# block 1

===== config.mk =====
export PLATFORM = sky130hd
export DESIGN_NAME = sram_1p_access_ctrl
export DESIGN_NICKNAME = d
export VERILOG_FILES = /design/src/rtl/sram_1p_access_ctrl.sv
export SDC_FILE = /design/constraint.sdc
export NUM_CORES = 1
export LEC_CHECK = 0
export CAP_MARGIN = 20
export CORE_AREA = 5 5 547 549
export CTS_CLUSTER_DIAMETER = 100
export DETAILED_ROUTE_END_ITERATION = 10
export DIE_AREA = 0 0 552 554
export GPL_TIMING_DRIVEN = 0
export PLACE_DENSITY = 0.3
export SYNTH_ARGS = -nofsm -noshare
export SYNTH_HDL_FRONTEND = slang
export SYNTH_SLANG_ARGS = --single-unit
export TNS_END_PERCENT = 50

===== constraint.sdc =====
create_clock -name clock -period 2.1 [get_ports clock]
set_input_delay 0.315 -clock clock [delete_from_list [all_inputs] [get_ports clock]]
set_output_delay 0.315 -clock clock [all_outputs]
set_load 0.02 [all_outputs]

===== src/rtl/sram_1p_access_ctrl.sv =====
// sram_1p_access_ctrl
// Request-side controller for a single-port, set-indexed, way-masked SRAM
// macro (1-cycle read latency, unregistered macro output). It arbitrates a
// read and a write request channel onto the macro's single RW port, runs an
// optional post-reset zeroing sweep, and holds the last read response stable.
//
// Build option: define SRAM_INIT_SWEEP_EN to include the zeroing sweep (INIT
// state). Without it the array is usable on the first clock after reset.
//
// Ports:
//   clock, reset         clock and asynchronous active-low reset
//   r_req_*              read request channel (valid/ready, set index)
//   r_resp_valid/_data   read response pulse one cycle after accept; data held
//   w_req_*              write request channel (valid/ready, set, data, waymask)
//   sram_*               macro drive (addr, en, wmode, wmask, wdata) and rdata
//   init_done            high once the array is usable
module sram_1p_access_ctrl #(
   parameter int unsigned SETS    = 256,
   parameter int unsigned WAYS    = 10,
   parameter int unsigned WAY_W   = 34,
   parameter int unsigned WSTARVE = 4,
   localparam int unsigned ADDR_W = $clog2(SETS),
   localparam int unsigned DATA_W = WAYS * WAY_W
) (
   input  logic              clock,
   input  logic              reset,
   input  logic              r_req_valid,
   output logic              r_req_ready,
   input  logic [ADDR_W-1:0] r_req_set,
   output logic              r_resp_valid,
   output logic [DATA_W-1:0] r_resp_data,
   input  logic              w_req_valid,
   output logic              w_req_ready,
   input  logic [ADDR_W-1:0] w_req_set,
   input  logic [DATA_W-1:0] w_req_data,
   input  logic [WAYS-1:0]   w_req_waymask,
   output logic [ADDR_W-1:0] sram_addr,
   output logic              sram_en,
   output logic              sram_wmode,
   output logic [WAYS-1:0]   sram_wmask,
   output logic [DATA_W-1:0] sram_wdata,
   input  logic [DATA_W-1:0] sram_rdata,
   output logic              init_done
);

   localparam int unsigned CNT_W = 4;

   localparam logic [1:0] ST_BOOT = 2'd0;
`ifdef SRAM_INIT_SWEEP_EN
   localparam logic [1:0] ST_INIT = 2'd1;
`endif
   localparam logic [1:0] ST_RUN  = 2'd2;

   logic [1:0]        state;
   logic [1:0]        state_nxt;
   logic [CNT_W-1:0]  wblk_cnt;
   logic              resp_pend;
   logic [DATA_W-1:0] hold_q;
   logic              starve;
   logic              r_acc;
   logic              w_acc;
`ifdef SRAM_INIT_SWEEP_EN
   logic [ADDR_W-1:0] init_cnt;
`endif

   assign starve = (wblk_cnt == CNT_W'(WSTARVE));

   // Next-state logic
   always_comb begin
      state_nxt = state;
      case (state)
`ifdef SRAM_INIT_SWEEP_EN
         ST_BOOT: state_nxt = ST_INIT;
         ST_INIT: if (init_cnt == ADDR_W'(SETS - 1)) state_nxt = ST_RUN;
`else
         ST_BOOT: state_nxt = ST_RUN;
`endif
         ST_RUN:  state_nxt = ST_RUN;
         default: state_nxt = ST_BOOT;
      endcase
   end

   // Arbitration and macro drive; read wins unless the write has starved
   always_comb begin
      r_req_ready = 1'b0;
      w_req_ready = 1'b0;
      init_done   = 1'b0;
      r_acc       = 1'b0;
      w_acc       = 1'b0;
      sram_en     = 1'b0;
      sram_wmode  = 1'b0;
      sram_addr   = '0;
      sram_wmask  = '0;
      sram_wdata  = '0;
      if (state == ST_RUN) begin
         init_done = 1'b1;
         if (starve) begin
            w_req_ready = 1'b1;
            r_req_ready = !w_req_valid;
         end else begin
            r_req_ready = 1'b1;
            w_req_ready = !r_req_valid;
         end
         // the two accepts are mutually exclusive by construction
         r_acc = r_req_valid && r_req_ready;
         w_acc = w_req_valid && w_req_ready;
         if (r_acc) begin
            sram_en   = 1'b1;
            sram_addr = r_req_set;
         end else if (w_acc) begin
            sram_en    = 1'b1;
            sram_wmode = 1'b1;
            sram_addr  = w_req_set;
            sram_wmask = w_req_waymask;
            sram_wdata = w_req_data;
         end
      end
`ifdef SRAM_INIT_SWEEP_EN
      else if (state == ST_INIT) begin
         sram_en    = 1'b1;
         sram_wmode = 1'b1;
         sram_addr  = init_cnt;
         sram_wmask = '1;
      end
`endif
   end

   // State register and sweep counter
   always_ff @(posedge clock or negedge reset) begin
      if (!reset) begin
         state <= ST_BOOT;
      end else begin
         state <= state_nxt;
      end
   end

`ifdef SRAM_INIT_SWEEP_EN
   always_ff @(posedge clock or negedge reset) begin
      if (!reset) begin
         init_cnt <= '0;
      end else if (state == ST_INIT) begin
         init_cnt <= init_cnt + ADDR_W'(1);
      end
   end
`endif

   // Write starvation counter: saturates while blocked, clears on accept
   always_ff @(posedge clock or negedge reset) begin
      if (!reset) begin
         wblk_cnt <= '0;
      end else if (w_acc) begin
         wblk_cnt <= '0;
      end else if (w_req_valid && !w_req_ready && !starve) begin
         wblk_cnt <= wblk_cnt + CNT_W'(1);
      end
   end

   // Response tracking: macro output is only valid the cycle after a read
   always_ff @(posedge clock or negedge reset) begin
      if (!reset) begin
         resp_pend <= 1'b0;
         hold_q    <= '0;
      end else begin
         resp_pend <= r_acc;
         if (resp_pend) begin
            hold_q <= sram_rdata;
         end
      end
   end

   assign r_resp_valid = resp_pend;
   assign r_resp_data  = resp_pend ? sram_rdata : hold_q;

endmodule


# block 2

--- config.mk ---
export PLATFORM = sky130hd
export DESIGN_NAME = mux16_rr_arbiter
export DESIGN_NICKNAME = d
export VERILOG_FILES = /design/src/rtl/mux16_rr_arbiter.sv
export SDC_FILE = /design/constraint.sdc
export NUM_CORES = 1
export LEC_CHECK = 0
export CAP_MARGIN = 40
export CORE_MARGIN = 10
export CORE_UTILIZATION = 50
export DETAILED_ROUTE_END_ITERATION = 8
export PLACE_DENSITY_LB_ADDON = 0.25
export SLEW_MARGIN = 15
export SYNTH_ARGS = -nofsm -noshare
export SYNTH_HDL_FRONTEND = slang
export SYNTH_SLANG_ARGS = --single-unit
export TNS_END_PERCENT = 5
--- constraint.sdc ---
create_clock -name Clock -period 9.8 [get_ports Clock]
set_input_delay 2.45 -clock Clock [delete_from_list [all_inputs] [get_ports Clock]]
set_output_delay 2.45 -clock Clock [all_outputs]
set_load 0.02 [all_outputs]
--- src/rtl/mux16_rr_arbiter.sv ---
// Round-robin arbiter/sequencer sharing a 16:1 single-bit mux between 16 requesters.
// Grants are held until done, request drop, or the MAX_HOLD cycle limit.
module mux16_rr_arbiter #(
  parameter int unsigned MAX_HOLD = 8,
  parameter int unsigned CW       = 8
) (
  input  logic        Clock,
  input  logic        Resetn,
  input  logic [15:0] req,
  input  logic        done,
  input  logic [15:0] W,
  output logic [3:0]  S,
  output logic [15:0] grant,
  output logic        valid,
  output logic        f
);

  localparam int unsigned N  = 16;
  localparam int unsigned SW = 4;

  typedef enum logic {IDLE, GRANT} state_e;

  state_e          state_q, state_d;
  logic [SW-1:0]   s_q, s_d;
  logic [SW-1:0]   ptr_q, ptr_d;
  logic [N-1:0]    grant_q, grant_d;
  logic            valid_q, valid_d;
  logic [CW-1:0]   cnt_q, cnt_d;
  logic [SW-1:0]   win_idx;
  logic            win_found;
  logic            release_c;

  // Rotating priority search starting at ptr, wrapping mod 16
  always_comb begin
    win_idx   = ptr_q;
    win_found = 1'b0;
    for (int unsigned k = 0; k < N; k++) begin
      if (!win_found && req[ptr_q + SW'(k)]) begin
        win_idx   = ptr_q + SW'(k);
        win_found = 1'b1;
      end
    end
  end

  assign release_c = done | ~req[s_q] | (cnt_q == CW'(MAX_HOLD - 1));

  always_ff @(posedge Clock or negedge Resetn) begin
    if (!Resetn) begin
      state_q <= IDLE;
      s_q     <= '0;
      ptr_q   <= '0;
      grant_q <= '0;
      valid_q <= 1'b0;
      cnt_q   <= '0;
    end else begin
      state_q <= state_d;
      s_q     <= s_d;
      ptr_q   <= ptr_d;
      grant_q <= grant_d;
      valid_q <= valid_d;
      cnt_q   <= cnt_d;
    end
  end

  always_comb begin
    state_d = state_q;
    unique case (state_q)
      IDLE:  if (win_found) state_d = GRANT;
      GRANT: if (release_c) state_d = IDLE;
    endcase
  end

  // Register updates; S deliberately keeps its last value across a release
  always_comb begin
    s_d     = s_q;
    ptr_d   = ptr_q;
    grant_d = grant_q;
    valid_d = valid_q;
    cnt_d   = cnt_q;
    unique case (state_q)
      IDLE: begin
        if (win_found) begin
          s_d     = win_idx;
          grant_d = N'(1) << win_idx;
          valid_d = 1'b1;
          cnt_d   = '0;
        end
      end
      GRANT: begin
        if (release_c) begin
          grant_d = '0;
          valid_d = 1'b0;
          ptr_d   = s_q + SW'(1);
          cnt_d   = '0;
        end else begin
          cnt_d = cnt_q + CW'(1);
        end
      end
    endcase
  end

  assign S     = s_q;
  assign grant = grant_q;
  assign valid = valid_q;
  assign f     = valid_q & W[s_q];

endmodule

### Routing congestion map, block 1

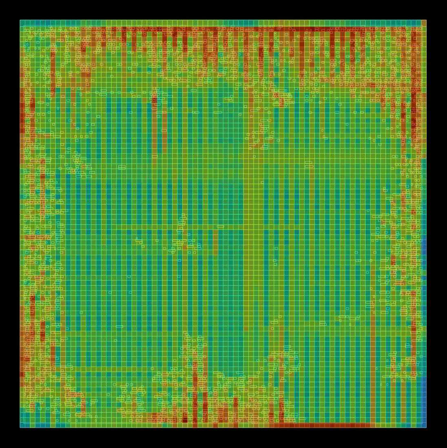
gr usage total: 12.4%
met2 Resource Use GR: 19.9%

==> reports/qor.txt, block 1 <==
run status - complete, but fails checks
failing checks - negative setup slack
final RePlAce weighted congestion - 0.946
Slew headroom - 40.9%
reg2reg setup slack - 0.41 ns
vias in the first global route - 17700
Setup-failing EPs final - 704
Final WS setup - -0.715 ns
sequential cell area share - 22.8%
Signal buf overhead - 41.1%
registers - 346
row cnt - 199
Hold Path Origin - sram_rdata[187]
# hold bufs at CTS - 1
Inst Count DP - 6491
Max Fclk - 0.355 GHz
worst-margin pin slew - 0.887 ns
placed instance area - 0.0345 mm^2
DR iter-0 viols - 745
Vias - 16400
post-synth cell types - 25
OpenROAD warning count - 29
Root Driver - clkbuf_16
Core Util at FP - 5.23%
EDFF count, synth - 0
ao+oa area frac - 0.864%
[block 1: worst max-delay path, cell delays in order, from the launching register on]
cell and delay, ns:
dfrtp_1 0.40, inv_2 0.08, ha_4 0.13, nand3b_4 0.10, a21oi_4 0.20, buf_6 0.15, buf_12 0.17, buf_6 0.15
and2_4 0.23, buf_2 0.20
### M1 wires, block 2

Scale bar: 20 um. Supply wires on this layer in grey. Cells faint in the background.
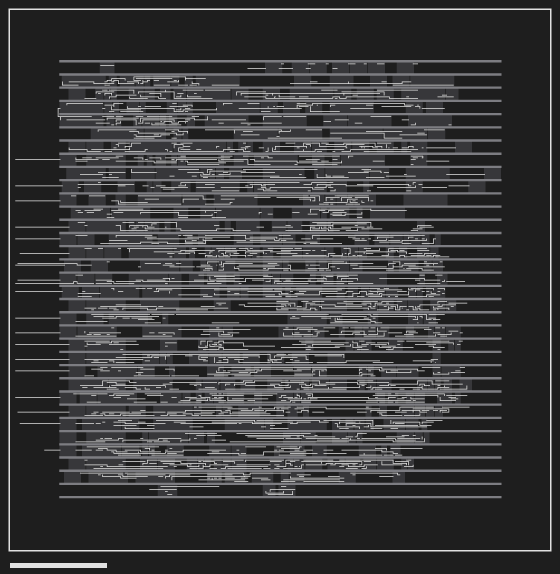
main direction	horizontal
longest straight run	46.0 um

==> reports/qor.txt, block 2 <==
crit-path max FO - 1
Root Driver - clkbuf_8
run status - completed
Commonest cells post-synth - nand2_1 (36), dfrtp_1 (34), mux2i_1 (33), mux4_2 (33), nor2_1 (30)
largest area contributor in the netlist - dfrtp_1
Post-Syn Area - 0.00416 mm^2
crit path from - W[10]
Signal buf overhead - 12.6%
Max Fclk - 0.144 GHz
worst setup path endpoint - f
sequential cell area share - 17.4%
clock buffer depth - 2
clk sinks - 34
Fill cells - 709
crit-path cells - clkdlybuf4s50_1 -> mux4_2 -> mux4_2 -> and2_1 -> clkdlybuf4s50_1
Yosys top cell area share - 20.5%
Hold Path Cell Cnt - 1
Tmin final - 6.95 ns
Final Cycle Share - 70.9%
WP data arrival - 4.50 ns
[block 2: routing by layer]
metal | wire [um] | share of wire [%] | GRT usage [%]
met5 | 0 | 0 | 0
met4 | 176 | 1.4 | 4.46
met2 | 5700 | 45 | 29.7
met3 | 1210 | 9.6 | 5.36
met1 | 5460 | 44 | 26.1
[block 2: flip-flops by register name, indices dropped and copies added, names as in the netlist]
register and cells:
S 4, grant 16, valid 1, cnt_q 8
state_q 1, ptr_q 4

## Gallery

Met2 routing.
shot_01.png
Scale bar: 200 um. Cells faint in the background.
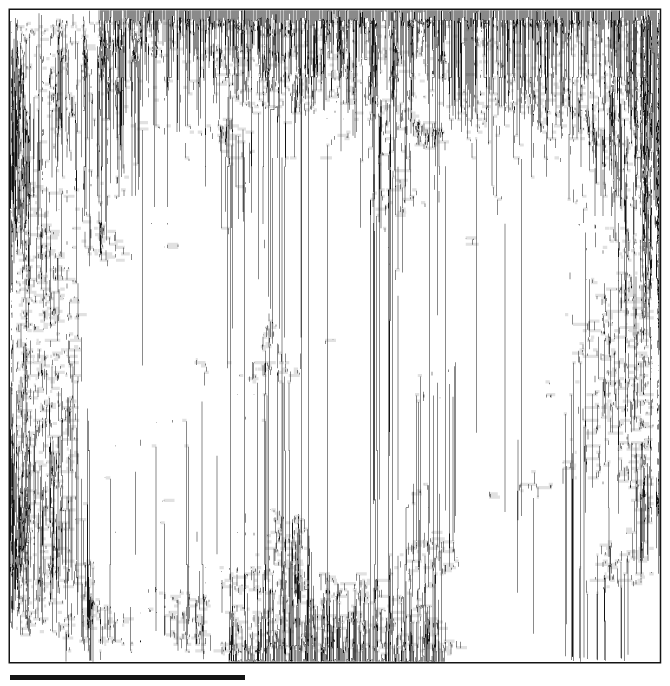
shot_02.png
Scale bar: 20 um. Cells faint in the background.
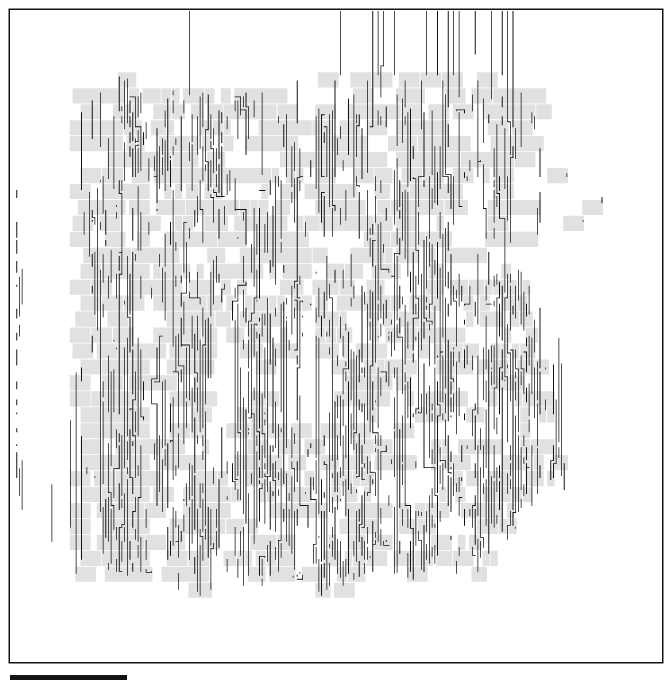
| picture | from |
|---|---|
| shot_01.png | block 1 |
| shot_02.png | block 2 |
- largest die: shot_01.png

Key to shot_01.png:
wire length on this layer	90.4 mm
longest straight run	457 um
main direction	vertical
share of all routed wire	46%


